=== z80_stack_seq_flat ===
===== config.mk =====
export PLATFORM = sky130hd
export DESIGN_NAME = z80_stack_seq_flat
export DESIGN_NICKNAME = d
export VERILOG_FILES = /design/src/rtl/z80_stack_seq_if.sv /design/src/rtl/z80_stack_seq.sv /design/src/flat_wrapper.sv
export SDC_FILE = /design/constraint.sdc
export NUM_CORES = 1
export LEC_CHECK = 0
export CAP_MARGIN = 20
export CORE_ASPECT_RATIO = 0.8
export CORE_MARGIN = 2
export CORE_UTILIZATION = 23
export DETAILED_ROUTE_END_ITERATION = 8
export DONT_BUFFER_PORTS = 1
export PLACE_DENSITY_LB_ADDON = 0.2
export SLEW_MARGIN = 5
export SYNTH_ARGS = -nofsm -noshare
export SYNTH_HDL_FRONTEND = slang
export SYNTH_SLANG_ARGS = --single-unit

===== constraint.sdc =====
create_clock -name clk -period 6.02 [get_ports clk]
set_input_delay 1.204 -clock clk [delete_from_list [all_inputs] [get_ports clk]]
set_output_delay 1.204 -clock clk [all_outputs]
set_load 0.02 [all_outputs]

===== src/rtl/z80_stack_seq_if.sv =====
// Byte-wide memory bus between the stack sequencer (master) and the memory
// bus interface (slave).
//
// Handshake: the master raises bus_req with bus_we/bus_addr/bus_wdata and
// holds all four stable until it samples bus_ack = 1 on a rising clock edge;
// that edge completes the byte cycle. bus_rdata is only meaningful while
// bus_ack = 1, and bus_ack is ignored whenever bus_req = 0.
interface z80_stack_seq_if;
    logic        bus_req;
    logic        bus_we;
    logic [15:0] bus_addr;
    logic [7:0]  bus_wdata;
    logic [7:0]  bus_rdata;
    logic        bus_ack;

    modport master (
        output bus_req,
        output bus_we,
        output bus_addr,
        output bus_wdata,
        input  bus_rdata,
        input  bus_ack
    );

    modport slave (
        input  bus_req,
        input  bus_we,
        input  bus_addr,
        input  bus_wdata,
        output bus_rdata,
        output bus_ack
    );
endinterface


===== src/rtl/z80_stack_seq.sv =====
// Z80 stack transfer sequencer.
//
// Turns one 16-bit PUSH/CALL/RST push or POP/RET pop into two byte bus
// cycles and reports the new SP. Two requesters compete for it: the
// instruction datapath (push or pop) and interrupt acknowledge (PC push).
//
// Requester handshake: a requester holds *_valid and its payload until it
// sees *_ready = 1 in the same cycle; that rising edge is the accept. Readies
// are combinational and only ever high in IDLE, so at most one request is in
// flight and a losing requester simply keeps its valid asserted.
//
// Push order follows PUSH qq: high byte to SP-1, then low byte to SP-2.
// Pop reads the low byte from SP, then the high byte from SP+1.
// All address arithmetic wraps modulo 2^16.
module z80_stack_seq #(
    parameter int IRQ_FIRST   = 1,  // 1: interrupt wins a tie, 0: instruction wins
    parameter int BUS_TIMEOUT = 0   // max cycles per byte waiting for ack, 0 = no limit
) (
    input  logic        clk,
    input  logic        reset_n,

    input  logic [15:0] sp_in,

    input  logic        ins_valid,
    output logic        ins_ready,
    input  logic        ins_pop,
    input  logic [15:0] ins_wdata,

    input  logic        irq_valid,
    output logic        irq_ready,
    input  logic [15:0] irq_wdata,

    z80_stack_seq_if.master bus,

    output logic        done,
    output logic        done_irq,
    output logic [15:0] pop_data,
    output logic        sp_we,
    output logic [15:0] sp_out,
    output logic        err,

    output logic [1:0]  dbg_state
);

    typedef enum logic [1:0] {
        S_IDLE  = 2'd0,
        S_BYTE1 = 2'd1,
        S_BYTE2 = 2'd2,
        S_FIN   = 2'd3
    } state_t;

    // Wait counter only needs to reach BUS_TIMEOUT-1.
    localparam int TW = (BUS_TIMEOUT > 1) ? $clog2(BUS_TIMEOUT) : 1;
    localparam logic [TW-1:0] TO_LAST = TW'((BUS_TIMEOUT > 0) ? BUS_TIMEOUT - 1 : 0);

    state_t        state_q, state_d;
    logic [TW-1:0] tcnt_q, tcnt_d;
    logic          err_q, err_d;

    // Transfer context latched at accept.
    logic          op_pop_q;
    logic          src_irq_q;
    logic [15:0]   data_q;      // push payload; low byte reused as pop staging
    logic [15:0]   base_q;      // SP at accept
    logic [15:0]   pop_data_q;

    // Arbitration and per-cycle control strobes.
    logic          irq_win;
    logic          ins_win;
    logic          accept;
    logic          cap_lo;
    logic          cap_hi;
    logic          to_hit;
    logic [TW-1:0] tcnt_inc;

    // Tie-break between the two requesters; a lone valid always wins.
    assign irq_win = irq_valid && (!ins_valid || (IRQ_FIRST != 0));
    assign ins_win = ins_valid && !irq_win;

    // Timeout fires on the last allowed wait cycle of a byte state.
    assign to_hit   = (BUS_TIMEOUT > 0) && (tcnt_q == TO_LAST);
    assign tcnt_inc = (BUS_TIMEOUT > 0) ? tcnt_q + TW'(1) : '0;

    // Next-state, bus drive and completion outputs.
    always_comb begin
        state_d       = state_q;
        tcnt_d        = '0;
        err_d         = 1'b0;
        ins_ready     = 1'b0;
        irq_ready     = 1'b0;
        accept        = 1'b0;
        cap_lo        = 1'b0;
        cap_hi        = 1'b0;
        bus.bus_req   = 1'b0;
        bus.bus_we    = 1'b0;
        bus.bus_addr  = 16'h0000;
        bus.bus_wdata = 8'h00;
        done          = 1'b0;
        sp_we         = 1'b0;
        done_irq      = 1'b0;
        sp_out        = 16'h0000;

        case (state_q)
            S_IDLE: begin
                irq_ready = irq_win;
                ins_ready = ins_win;
                accept    = irq_win || ins_win;
                if (accept) begin
                    state_d = S_BYTE1;
                end
            end

            S_BYTE1: begin
                bus.bus_req   = 1'b1;
                bus.bus_we    = !op_pop_q;
                bus.bus_addr  = op_pop_q ? base_q : base_q - 16'd1;
                bus.bus_wdata = op_pop_q ? 8'h00 : data_q[15:8];
                if (bus.bus_ack) begin
                    state_d = S_BYTE2;
                    cap_lo  = op_pop_q;
                end else if (to_hit) begin
                    state_d = S_IDLE;
                    err_d   = 1'b1;
                end else begin
                    tcnt_d = tcnt_inc;
                end
            end

            S_BYTE2: begin
                bus.bus_req   = 1'b1;
                bus.bus_we    = !op_pop_q;
                bus.bus_addr  = op_pop_q ? base_q + 16'd1 : base_q - 16'd2;
                bus.bus_wdata = op_pop_q ? 8'h00 : data_q[7:0];
                if (bus.bus_ack) begin
                    state_d = S_FIN;
                    cap_hi  = op_pop_q;
                end else if (to_hit) begin
                    state_d = S_IDLE;
                    err_d   = 1'b1;
                end else begin
                    tcnt_d = tcnt_inc;
                end
            end

            S_FIN: begin
                done     = 1'b1;
                sp_we    = 1'b1;
                done_irq = src_irq_q;
                sp_out   = op_pop_q ? base_q + 16'd2 : base_q - 16'd2;
                state_d  = S_IDLE;
            end

            default: begin
                state_d = S_IDLE;
            end
        endcase
    end

    // State register, per-byte wait counter and the registered err pulse.
    always_ff @(posedge clk or negedge reset_n) begin
        if (!reset_n) begin
            state_q <= S_IDLE;
            tcnt_q  <= '0;
            err_q   <= 1'b0;
        end else begin
            state_q <= state_d;
            tcnt_q  <= tcnt_d;
            err_q   <= err_d;
        end
    end

    // Latch transfer context at accept and assemble pop bytes as they arrive.
    always_ff @(posedge clk or negedge reset_n) begin
        if (!reset_n) begin
            op_pop_q   <= 1'b0;
            src_irq_q  <= 1'b0;
            data_q     <= 16'h0000;
            base_q     <= 16'h0000;
            pop_data_q <= 16'h0000;
        end else begin
            if (accept) begin
                op_pop_q  <= irq_win ? 1'b0 : ins_pop;
                src_irq_q <= irq_win;
                data_q    <= irq_win ? irq_wdata : ins_wdata;
                base_q    <= sp_in;
            end
            if (cap_lo) begin
                data_q[7:0] <= bus.bus_rdata;
            end
            // Result becomes visible in FIN and is held until the next pop.
            if (cap_hi) begin
                pop_data_q <= {bus.bus_rdata, data_q[7:0]};
            end
        end
    end

    assign pop_data  = pop_data_q;
    assign err       = err_q;
    assign dbg_state = state_q;

endmodule


===== src/flat_wrapper.sv =====
// flat-port wrapper written by rule: the top's interface ports become plain ports
module z80_stack_seq_flat 
#(
    parameter int IRQ_FIRST   = 1,                                                 
    parameter int BUS_TIMEOUT = 0                                                       
)
  (clk, reset_n, sp_in, ins_valid, ins_ready, ins_pop, ins_wdata, irq_valid, irq_ready, irq_wdata, done, done_irq, pop_data, sp_we, sp_out, err, dbg_state, bus_bus_req, bus_bus_we, bus_bus_addr, bus_bus_wdata, bus_bus_rdata, bus_bus_ack);
  z80_stack_seq_if bus_i ();
  input  logic clk;
  input  logic reset_n;
  input  logic [15:0] sp_in;
  input  logic ins_valid;
  output logic ins_ready;
  input  logic ins_pop;
  input  logic [15:0] ins_wdata;
  input  logic irq_valid;
  output logic irq_ready;
  input  logic [15:0] irq_wdata;
  output logic done;
  output logic done_irq;
  output logic [15:0] pop_data;
  output logic sp_we;
  output logic [15:0] sp_out;
  output logic err;
  output logic [1:0] dbg_state;
  output wire logic [$bits(bus_i.bus_req)-1:0] bus_bus_req;
  output wire logic [$bits(bus_i.bus_we)-1:0] bus_bus_we;
  output wire logic [$bits(bus_i.bus_addr)-1:0] bus_bus_addr;
  output wire logic [$bits(bus_i.bus_wdata)-1:0] bus_bus_wdata;
  input wire logic [$bits(bus_i.bus_rdata)-1:0] bus_bus_rdata;
  input wire logic [$bits(bus_i.bus_ack)-1:0] bus_bus_ack;
  assign bus_bus_req = bus_i.bus_req;
  assign bus_bus_we = bus_i.bus_we;
  assign bus_bus_addr = bus_i.bus_addr;
  assign bus_bus_wdata = bus_i.bus_wdata;
  assign bus_i.bus_rdata = bus_bus_rdata;
  assign bus_i.bus_ack = bus_bus_ack;
  z80_stack_seq #(.IRQ_FIRST(IRQ_FIRST), .BUS_TIMEOUT(BUS_TIMEOUT)) u_core (.clk(clk), .reset_n(reset_n), .sp_in(sp_in), .ins_valid(ins_valid), .ins_ready(ins_ready), .ins_pop(ins_pop), .ins_wdata(ins_wdata), .irq_valid(irq_valid), .irq_ready(irq_ready), .irq_wdata(irq_wdata), .bus(bus_i), .done(done), .done_irq(done_irq), .pop_data(pop_data), .sp_we(sp_we), .sp_out(sp_out), .err(err), .dbg_state(dbg_state));
endmodule

Figure 1. Clock network drawn from the DEF (z80_stack_seq_flat).
The bar under the picture is 50 microns long.
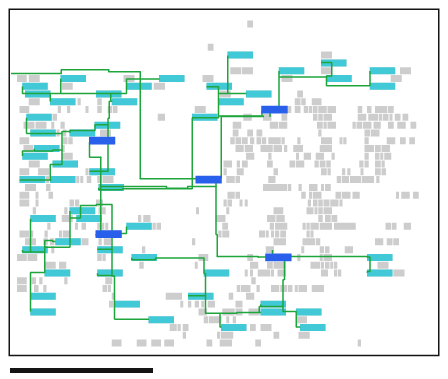
- green: clock wires (length 964 microns)
- blue: clock-net drivers (count 5)
- cyan: flip-flops (count 52)
- flops lie: spread over the die

==> changes_impl.md <==
### Physical design

* Vias in the first global route at 3,341
* VDD IR max at 0.1816 mV
* Critical path data arrival time at 2.97 ns
* Flop2flop setup slack at 3.20 ns
* Asr flop ratio synth at 100.0%
* Switch Pwr at 1444 uW
* Post-cts resize count at 0
* Delay-heaviest family, CP: AND-OR/OR-AND gates
* Hold Slack at 0.4894 ns
* Chip Height at 120.5 microns
* Status: completed
* Min-delay src: u_core.data_q[12]
* Synth Seq Share at 33.35%
* Cells along the critical path: inv_1 > ha_1 > inv_1 > nor2_1 > o21ai_0 > o22ai_1
* Tapcells at 220
* Total GRT Usage at 14.59%
* Aggregate global routing overflow at 0
* Post-Syn Area per Cell at 8.806 sq um
* Synthesis-to-layout area growth at 7.184%
Figure 2. I/O pins on the die edge (z80_stack_seq_flat).
Pins as bars across the die edge, other pins in gray.
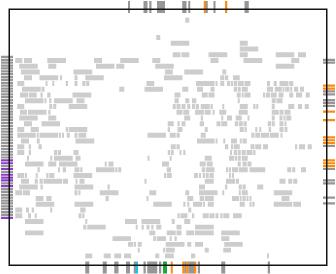
- purple: `bus_bus_wdata` (pins 8; direction output; edge west)
- cyan: `ins_valid` (pins 1; direction input; edge south)
- green: `dbg_state` (pins 2; direction output; edge south)
- orange: `bus_bus_addr` (pins 16; direction output; edge 10 east, 4 south, 2 north)


=== axil_lsu_master ===
$ cat src/rtl/axil_lsu_master.sv
// AXI4-Lite load/store master for the CPU memory stage: one request at a time,
// sub-word strobes and load extension, misalignment, slave error and timeout status.
module axil_lsu_master #(
  parameter int ADDR_WIDTH     = 16,
  parameter int TIMEOUT_CYCLES = 255
) (
  input  logic                  i_Clock,
  input  logic                  i_Reset,
  input  logic                  i_Req_Valid,
  output logic                  o_Req_Ready,
  input  logic                  i_Write_Enable,
  input  logic [3:0]            i_Load_Store_Type,
  input  logic [31:0]           i_Addr,
  input  logic [31:0]           i_Data,
  output logic [31:0]           o_Data,
  output logic                  o_Done,
  output logic [1:0]            o_Err_Code,
  output logic [2:0]            o_State,
  output logic [ADDR_WIDTH-1:0] o_axil_araddr,
  output logic                  o_axil_arvalid,
  input  logic                  i_axil_arready,
  input  logic [31:0]           i_axil_rdata,
  input  logic [1:0]            i_axil_rresp,
  input  logic                  i_axil_rvalid,
  output logic                  o_axil_rready,
  output logic [ADDR_WIDTH-1:0] o_axil_awaddr,
  output logic                  o_axil_awvalid,
  input  logic                  i_axil_awready,
  output logic [31:0]           o_axil_wdata,
  output logic [3:0]            o_axil_wstrb,
  output logic                  o_axil_wvalid,
  input  logic                  i_axil_wready,
  input  logic [1:0]            i_axil_bresp,
  input  logic                  i_axil_bvalid,
  output logic                  o_axil_bready
);

  localparam int LS_SEL_WIDTH = 3;
  localparam logic [LS_SEL_WIDTH:0] LS_TYPE_LB  = 4'd0;
  localparam logic [LS_SEL_WIDTH:0] LS_TYPE_LH  = 4'd1;
  localparam logic [LS_SEL_WIDTH:0] LS_TYPE_LW  = 4'd2;
  localparam logic [LS_SEL_WIDTH:0] LS_TYPE_LBU = 4'd3;
  localparam logic [LS_SEL_WIDTH:0] LS_TYPE_LHU = 4'd4;
  localparam logic [LS_SEL_WIDTH:0] LS_TYPE_SB  = 4'd5;
  localparam logic [LS_SEL_WIDTH:0] LS_TYPE_SH  = 4'd6;
  localparam logic [LS_SEL_WIDTH:0] LS_TYPE_SW  = 4'd7;

  localparam logic [1:0] ERR_OK       = 2'b00;
  localparam logic [1:0] ERR_BUS      = 2'b01;
  localparam logic [1:0] ERR_MISALIGN = 2'b10;
  localparam logic [1:0] ERR_TIMEOUT  = 2'b11;

  localparam logic [1:0] SZ_BYTE = 2'd0;
  localparam logic [1:0] SZ_HALF = 2'd1;
  localparam logic [1:0] SZ_WORD = 2'd2;

  localparam int CNT_W = (TIMEOUT_CYCLES > 0) ? $clog2(TIMEOUT_CYCLES + 1) : 1;
  localparam logic [CNT_W-1:0] TO_LAST = (TIMEOUT_CYCLES > 0) ? CNT_W'(TIMEOUT_CYCLES - 1) : '0;
  localparam logic TO_EN = (TIMEOUT_CYCLES > 0);

  typedef enum logic [2:0] {
    ST_IDLE         = 3'd0,
    ST_RD_ADDR      = 3'd1,
    ST_RD_DATA      = 3'd2,
    ST_WR_ADDR_DATA = 3'd3,
    ST_WR_RESP      = 3'd4,
    ST_DONE         = 3'd5
  } state_t;

  state_t                  state_r;
  logic [CNT_W-1:0]        cnt_r;
  logic [1:0]              off_r;
  logic [LS_SEL_WIDTH:0]   type_r;
  logic [31:0]             data_r;
  logic [1:0]              err_r;
  logic                    done_r;
  logic [ADDR_WIDTH-1:0]   araddr_r;
  logic                    arvalid_r;
  logic                    rready_r;
  logic [ADDR_WIDTH-1:0]   awaddr_r;
  logic                    awvalid_r;
  logic [31:0]             wdata_r;
  logic [3:0]              wstrb_r;
  logic                    wvalid_r;
  logic                    bready_r;

  logic                    is_load_s;
  logic                    is_store_s;
  logic [1:0]              size_s;
  logic                    misaligned_s;
  logic [3:0]              req_wstrb_s;
  logic [31:0]             req_wdata_s;
  logic [ADDR_WIDTH-1:0]   bus_addr_s;
  logic [31:0]             shifted_s;
  logic [31:0]             load_result_s;
  logic                    timeout_s;
  logic                    aw_done_s;
  logic                    w_done_s;
  logic                    unused_s;

  assign bus_addr_s = {i_Addr[ADDR_WIDTH-1:2], 2'b00};
  assign timeout_s  = TO_EN && (cnt_r == TO_LAST);
  assign aw_done_s  = !awvalid_r || i_axil_awready;
  assign w_done_s   = !wvalid_r || i_axil_wready;
  assign unused_s   = ^{i_Addr, i_Data};

  // Request decode: class, access size, misalignment and store lane placement.
  always_comb begin
    is_load_s  = 1'b0;
    is_store_s = 1'b0;
    size_s     = SZ_WORD;
    case (i_Load_Store_Type)
      LS_TYPE_LB, LS_TYPE_LBU: begin is_load_s = 1'b1; size_s = SZ_BYTE; end
      LS_TYPE_LH, LS_TYPE_LHU: begin is_load_s = 1'b1; size_s = SZ_HALF; end
      LS_TYPE_LW:              begin is_load_s = 1'b1; size_s = SZ_WORD; end
      LS_TYPE_SB:              begin is_store_s = i_Write_Enable; size_s = SZ_BYTE; end
      LS_TYPE_SH:              begin is_store_s = i_Write_Enable; size_s = SZ_HALF; end
      LS_TYPE_SW:              begin is_store_s = i_Write_Enable; size_s = SZ_WORD; end
      default:                 begin is_load_s = 1'b0; is_store_s = 1'b0; end
    endcase
    misaligned_s = ((size_s == SZ_HALF) && i_Addr[0]) ||
                   ((size_s == SZ_WORD) && (i_Addr[1:0] != 2'b00));
    case (size_s)
      SZ_BYTE: begin
        req_wstrb_s = 4'b0001 << i_Addr[1:0];
        req_wdata_s = {4{i_Data[7:0]}};
      end
      SZ_HALF: begin
        req_wstrb_s = 4'b0011 << i_Addr[1:0];
        req_wdata_s = {2{i_Data[15:0]}};
      end
      default: begin
        req_wstrb_s = 4'b1111;
        req_wdata_s = i_Data;
      end
    endcase
  end

  // Load alignment and extension from the returned word.
  always_comb begin
    shifted_s = i_axil_rdata >> {off_r, 3'b000};
    case (type_r)
      LS_TYPE_LB:  load_result_s = {{24{shifted_s[7]}}, shifted_s[7:0]};
      LS_TYPE_LBU: load_result_s = {24'h000000, shifted_s[7:0]};
      LS_TYPE_LH:  load_result_s = {{16{shifted_s[15]}}, shifted_s[15:0]};
      LS_TYPE_LHU: load_result_s = {16'h0000, shifted_s[15:0]};
      default:     load_result_s = shifted_s;
    endcase
  end

  // Main FSM; every bus output is a register updated on state transitions.
  always_ff @(posedge i_Clock) begin
    if (i_Reset) begin
      state_r   <= ST_IDLE;
      cnt_r     <= '0;
      off_r     <= 2'b00;
      type_r    <= '0;
      data_r    <= 32'h0000_0000;
      err_r     <= ERR_OK;
      done_r    <= 1'b0;
      araddr_r  <= '0;
      arvalid_r <= 1'b0;
      rready_r  <= 1'b0;
      awaddr_r  <= '0;
      awvalid_r <= 1'b0;
      wdata_r   <= 32'h0000_0000;
      wstrb_r   <= 4'b0000;
      wvalid_r  <= 1'b0;
      bready_r  <= 1'b0;
    end else begin
      done_r <= 1'b0;
      case (state_r)
        ST_IDLE: begin
          cnt_r <= '0;
          if (i_Req_Valid && (is_load_s || is_store_s)) begin
            off_r  <= i_Addr[1:0];
            type_r <= i_Load_Store_Type;
            if (misaligned_s) begin
              state_r <= ST_DONE;
              done_r  <= 1'b1;
              err_r   <= ERR_MISALIGN;
              data_r  <= 32'h0000_0000;
            end else if (is_load_s) begin
              state_r   <= ST_RD_ADDR;
              arvalid_r <= 1'b1;
              araddr_r  <= bus_addr_s;
            end else begin
              state_r   <= ST_WR_ADDR_DATA;
              awvalid_r <= 1'b1;
              wvalid_r  <= 1'b1;
              awaddr_r  <= bus_addr_s;
              wdata_r   <= req_wdata_s;
              wstrb_r   <= req_wstrb_s;
            end
          end
        end
        ST_RD_ADDR: begin
          if (i_axil_arready) begin
            state_r   <= ST_RD_DATA;
            cnt_r     <= '0;
            arvalid_r <= 1'b0;
            araddr_r  <= '0;
            rready_r  <= 1'b1;
          end else if (timeout_s) begin
            state_r   <= ST_DONE;
            cnt_r     <= '0;
            arvalid_r <= 1'b0;
            araddr_r  <= '0;
            done_r    <= 1'b1;
            err_r     <= ERR_TIMEOUT;
            data_r    <= 32'h0000_0000;
          end else begin
            cnt_r <= cnt_r + 1'b1;
          end
        end
        ST_RD_DATA: begin
          if (i_axil_rvalid) begin
            state_r  <= ST_DONE;
            cnt_r    <= '0;
            rready_r <= 1'b0;
            done_r   <= 1'b1;
            if (i_axil_rresp != 2'b00) begin
              err_r  <= ERR_BUS;
              data_r <= 32'h0000_0000;
            end else begin
              err_r  <= ERR_OK;
              data_r <= load_result_s;
            end
          end else if (timeout_s) begin
            state_r  <= ST_DONE;
            cnt_r    <= '0;
            rready_r <= 1'b0;
            done_r   <= 1'b1;
            err_r    <= ERR_TIMEOUT;
            data_r   <= 32'h0000_0000;
          end else begin
            cnt_r <= cnt_r + 1'b1;
          end
        end
        ST_WR_ADDR_DATA: begin
          // Address and data channels retire independently, possibly together.
          if (aw_done_s && w_done_s) begin
            state_r   <= ST_WR_RESP;
            cnt_r     <= '0;
            awvalid_r <= 1'b0;
            wvalid_r  <= 1'b0;
            awaddr_r  <= '0;
            wdata_r   <= 32'h0000_0000;
            wstrb_r   <= 4'b0000;
            bready_r  <= 1'b1;
          end else if (timeout_s) begin
            state_r   <= ST_DONE;
            cnt_r     <= '0;
            awvalid_r <= 1'b0;
            wvalid_r  <= 1'b0;
            awaddr_r  <= '0;
            wdata_r   <= 32'h0000_0000;
            wstrb_r   <= 4'b0000;
            done_r    <= 1'b1;
            err_r     <= ERR_TIMEOUT;
            data_r    <= 32'h0000_0000;
          end else begin
            cnt_r     <= cnt_r + 1'b1;
            awvalid_r <= awvalid_r && !i_axil_awready;
            wvalid_r  <= wvalid_r && !i_axil_wready;
          end
        end
        ST_WR_RESP: begin
          if (i_axil_bvalid) begin
            state_r  <= ST_DONE;
            cnt_r    <= '0;
            bready_r <= 1'b0;
            done_r   <= 1'b1;
            err_r    <= (i_axil_bresp != 2'b00) ? ERR_BUS : ERR_OK;
          end else if (timeout_s) begin
            state_r  <= ST_DONE;
            cnt_r    <= '0;
            bready_r <= 1'b0;
            done_r   <= 1'b1;
            err_r    <= ERR_TIMEOUT;
            data_r   <= 32'h0000_0000;
          end else begin
            cnt_r <= cnt_r + 1'b1;
          end
        end
        ST_DONE: begin
          state_r <= ST_IDLE;
          cnt_r   <= '0;
        end
        default: begin
          state_r   <= ST_IDLE;
          cnt_r     <= '0;
          arvalid_r <= 1'b0;
          rready_r  <= 1'b0;
          awvalid_r <= 1'b0;
          wvalid_r  <= 1'b0;
          bready_r  <= 1'b0;
        end
      endcase
    end
  end

  assign o_Req_Ready    = (state_r == ST_IDLE);
  assign o_State        = state_r;
  assign o_Data         = data_r;
  assign o_Done         = done_r;
  assign o_Err_Code     = err_r;
  assign o_axil_araddr  = araddr_r;
  assign o_axil_arvalid = arvalid_r;
  assign o_axil_rready  = rready_r;
  assign o_axil_awaddr  = awaddr_r;
  assign o_axil_awvalid = awvalid_r;
  assign o_axil_wdata   = wdata_r;
  assign o_axil_wstrb   = wstrb_r;
  assign o_axil_wvalid  = wvalid_r;
  assign o_axil_bready  = bready_r;

endmodule

$ cat config.mk
export PLATFORM = sky130hd
export DESIGN_NAME = axil_lsu_master
export DESIGN_NICKNAME = d
export VERILOG_FILES = /design/src/rtl/axil_lsu_master.sv
export SDC_FILE = /design/constraint.sdc
export NUM_CORES = 1
export LEC_CHECK = 0
export CAP_MARGIN = 40
export CORE_ASPECT_RATIO = 1.1
export CORE_MARGIN = 5
export CORE_UTILIZATION = 40
export DETAILED_ROUTE_END_ITERATION = 10
export MAX_ROUTING_LAYER = met4
export PLACE_DENSITY = 0.76
export SETUP_SLACK_MARGIN = 0.3
export SYNTH_ARGS = -nofsm -noshare
export SYNTH_HDL_FRONTEND = slang
export SYNTH_SLANG_ARGS = --single-unit
$ cat constraint.sdc
create_clock -name i_Clock -period 2.1 [get_ports i_Clock]
set_clock_uncertainty 0.2 [all_clocks]
set_input_delay 0.525 -clock i_Clock [delete_from_list [all_inputs] [get_ports i_Clock]]
set_output_delay 0.525 -clock i_Clock [all_outputs]
set_load 0.01 [all_outputs]
Figure 3. Where the registers sit (axil_lsu_master).
Other sequential cells in the stronger gray, the rest of the logic in the fainter gray.
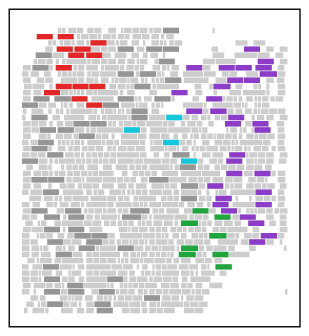
- green: `cnt_r` (flops 8)
- cyan: `type_r` (flops 4; where center)
- purple: `o_Data` (flops 32)
- red: `o_axil_awaddr` (flops 14; where north-west)
- not colored: 63

==> changes_impl.md <==
### Physical design

* WL met1 at 10,130 microns
* Internal Power at 6199 uW
* Yosys simple share at 21.30%
* Adder Share, Synth at 0.4192%
* Final WS setup at 0.04655 ns
* Number of port buffers at 204
* Fraction of layout instances using a drive strength above 1 at 37.24%
* Hold path endpoint: o_Data[13]
* Most used routing layer: met2
* Max power group: combinational cells
* Pre-CTS setup slack at -0.7409 ns
* Reg-to-Reg End: o_axil_wstrb[2]
* Met3 Routed Length at 2366 microns
* Finished Layout Cells at 1,242
* # rows at 46
* Tapcells at 192
* Seq pwr share at 27.5%
* Reg area at 0.002444 sq mm
* Power Combinational at 3720 uW
* Setup CP Type: in2reg
* Per-cell routed wire length at 22.22 microns
* Crit start category: primary input
* Status: completed
* Max-cap violations at 0
* P_seq at 2570 uW
* Fin crit period at 2.053 ns
* Slowest-stage cell, CP: mux2_4
* IO Pins at 225
* Final Cycle Share at 97.78%
* Top area contributor share at 40.58%
* Slew @ Worst Pin at 0.5746 ns
* Hold crit path type: reg2reg
* Switching share of power at 33.58%
* Chip Height at 138.1 microns
* Commonest flop: dfxtp_1
* Slew headroom at 61.56%
* Crit Path Max Fanout at 8
* Final non-clock buffer share at 33.38%
* Compound Share, Synth at 25.32%
* Critical path data arrival time at 2.18 ns
* Top cells by area: dfxtp_1, nand3_1, a21oi_1, mux2i_1, nor2_1
* Slowest Stage Delay on Critical Path at 0.31 ns
* Cells after DPL at 1,131
* Gate Count Post-Synth at 704
* Final Max Tran Viols at 0
* Synthesis-to-layout area growth at 89.12%
* Total GRT Usage at 28.76%
* Final hold viol count at 0
* Required time worst endpoint at 2.23 ns
* Count of plain and timing-repair buffers at 373
* P_leak at 0.004552 uW
* Largest net degree at the start of global routing at 41
* CTS H-tree lvls at 4
* Top sig layer: met4
Figure 4. Clock routing (axil_lsu_master).
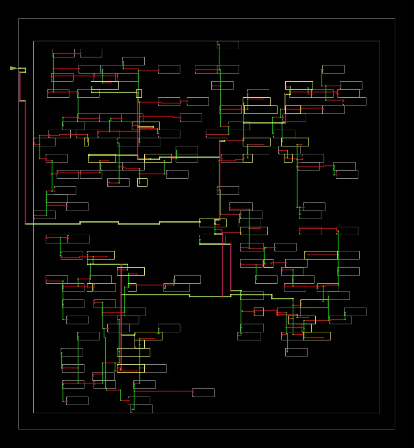
total CTS buffers: 17
Sink Count: 121
clock network power: 3050 uW
Clock Latency Late Sink: 0.43 ns


=== input_filter ===
File: src/rtl/input_filter.sv
// Multi-channel synchroniser + debouncer with hysteretic output and per-channel rise/fall pulses.
// Latency SYNC_STAGES+(FILTER_LEN-1)*TICK_DIV+1 .. SYNC_STAGES+FILTER_LEN*TICK_DIV edges; no backpressure.
module input_filter #(
  parameter int   N           = 4,
  parameter int   SYNC_STAGES = 2,
  parameter int   TICK_DIV    = 2048,
  parameter int   FILTER_LEN  = 3,
  parameter logic RST_VAL     = 1'b0
) (
  input  logic         clk,
  input  logic         rstn,
  input  logic [N-1:0] in,
  output logic [N-1:0] out,
  output logic [N-1:0] rise,
  output logic [N-1:0] fall,
  output logic         tick
);

  localparam int          CW      = (TICK_DIV > 1) ? $clog2(TICK_DIV) : 1;
  localparam logic [31:0] CNT_MAX = 32'(TICK_DIV - 1);

  logic [CW-1:0]         cnt;
  logic                  wrap;
  (* ASYNC_REG = "TRUE" *) logic [SYNC_STAGES-1:0] sync_q [N];
  logic [FILTER_LEN-1:0] sh [N];
  logic [N-1:0]          s;
  logic [N-1:0]          out_nxt;

  // Full-width compare so TICK_DIV-1 is never truncated to the counter width.
  assign wrap = (32'(cnt) == CNT_MAX);

  always_ff @(posedge clk) begin
    if (!rstn) begin
      cnt  <= '0;
      tick <= 1'b0;
    end else begin
      cnt  <= wrap ? '0 : cnt + 1'b1;
      tick <= wrap;
    end
  end

  always_comb begin
    s = '0;
    for (int i = 0; i < N; i++) begin
      s[i] = sync_q[i][SYNC_STAGES-1];
    end
  end

  always_ff @(posedge clk) begin
    if (!rstn) begin
      for (int i = 0; i < N; i++) begin
        sync_q[i] <= {SYNC_STAGES{RST_VAL}};
        sh[i]     <= {FILTER_LEN{RST_VAL}};
      end
    end else begin
      for (int i = 0; i < N; i++) begin
        sync_q[i] <= {sync_q[i][SYNC_STAGES-2:0], in[i]};
        if (tick) begin
          sh[i] <= {sh[i][FILTER_LEN-2:0], s[i]};
        end
      end
    end
  end

  // Mixed history holds the previous level, giving hysteresis.
  always_comb begin
    out_nxt = out;
    for (int i = 0; i < N; i++) begin
      if (&sh[i]) begin
        out_nxt[i] = 1'b1;
      end else if (~|sh[i]) begin
        out_nxt[i] = 1'b0;
      end
    end
  end

  always_ff @(posedge clk) begin
    if (!rstn) begin
      out  <= {N{RST_VAL}};
      rise <= '0;
      fall <= '0;
    end else begin
      out  <= out_nxt;
      rise <= out_nxt & ~out;
      fall <= ~out_nxt & out;
    end
  end

endmodule

File: config.mk
export PLATFORM = sky130hd
export DESIGN_NAME = input_filter
export DESIGN_NICKNAME = d
export VERILOG_FILES = /design/src/rtl/input_filter.sv
export SDC_FILE = /design/constraint.sdc
export NUM_CORES = 1
export LEC_CHECK = 0
export CORE_ASPECT_RATIO = 1.75
export CORE_MARGIN = 2
export CORE_UTILIZATION = 45
export CTS_CLUSTER_DIAMETER = 100
export CTS_CLUSTER_SIZE = 20
export DETAILED_ROUTE_END_ITERATION = 10
export PLACE_DENSITY_LB_ADDON = 0.05
export REMOVE_ABC_BUFFERS = 1
export SYNTH_ARGS = -nofsm -noshare
export SYNTH_HDL_FRONTEND = slang
export SYNTH_SLANG_ARGS = --single-unit
File: constraint.sdc
create_clock -name clk -period 3 [get_ports clk]
set_input_delay 0.45 -clock clk [delete_from_list [all_inputs] [get_ports clk]]
set_output_delay 0.45 -clock clk [all_outputs]
set_load 0.03 [all_outputs]
==> changes_impl.md <==
### Physical design

* Initial antenna violation count at 0
* Ys flops at 44
* Power Combinational at 68.2 uW
* Synthesis-to-layout area growth at 19.60%
* Total GRT Usage at 15.09%
* Setup repair bufs after CTS at 0
* Met1 Use GR at 14.95%
* M3 GR Usage at 4.496%
* Inverters excl. clock at 3
* Vias in the first global route at 1,037
* Status: completed
* Max FFs per register at 12
* P_leak at 0.0007176 uW
* Top cells by area: dfxtp_1, edfxtp_1, and3_1, a21oi_1, and2_1
* IO Pins at 19
* First-pass GRT wire length at 4574 microns
* Post-Syn Area per Cell at 11.26 sq um
* First-pass DRT Iterations at 4
* R2R cell count at 4
* Crit path to: tick
* Clk tree area frac at 4.446%
* Commonest flop: dfxtp_1
* Setup TNS at 0 ns
* Crit end category: primary output
* Top-count cell post-synth: dfxtp_1
* Logic area at 545.5 sq um
* Largest logic family: simple AND/OR/NAND/NOR gates
* Reg clk slew, reported paths at 0.07 ns
* Most used routing layer: met2
* Post-CTS Hold Fix Bufs at 0
* Fp_density at 46.87%
* Top sig layer: met4
* Crit Path Max Fanout at 14
Figure 5. Clock routing (input_filter).
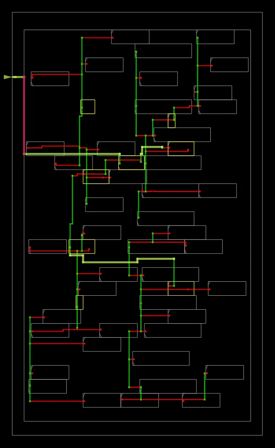
total CTS buffers: 5
Clock Latency Late Sink: 0.29 ns
clk_skew: 0.004173 ns
Sink Count: 44

Figure 6. Clock network drawn from the DEF (input_filter).
The bar under the picture is 10 microns long.
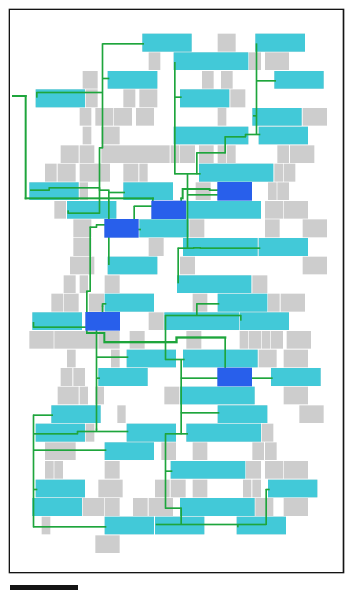
- cyan: flip-flops (count 44)
- green: clock wires (length 462 microns)
- blue: clock-net drivers (count 5)
- routed clock nets: 6
- flops lie: spread over the die
clock network power: 348 uW
Clock power frac: 32.7%



==> screenshots <==
Routed metal, one color a layer.
(a)
The bar under the picture is 50 microns long.
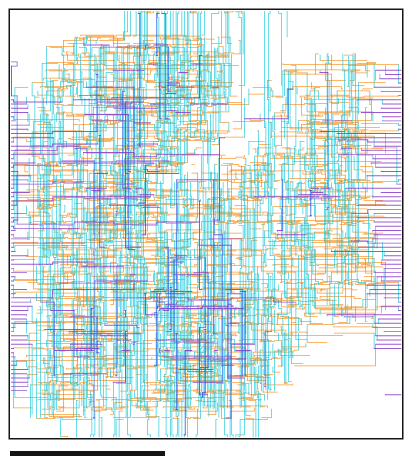
(b)
The bar under the picture is 10 microns long.
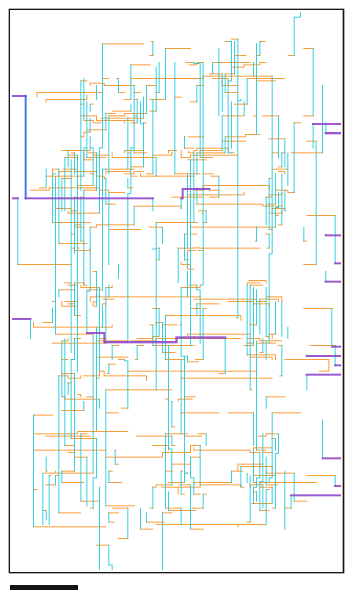
(c)
The bar under the picture is 50 microns long.
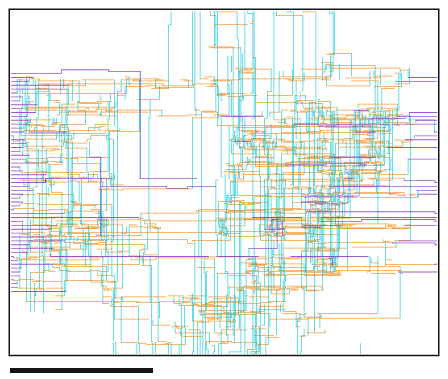
Of these, smallest die: (b)
| from | picture |
|---|---|
| input_filter | (b) |
| z80_stack_seq_flat | (c) |
| axil_lsu_master | (a) |

No activity file was given, so power comes from the tool's default toggle rates.
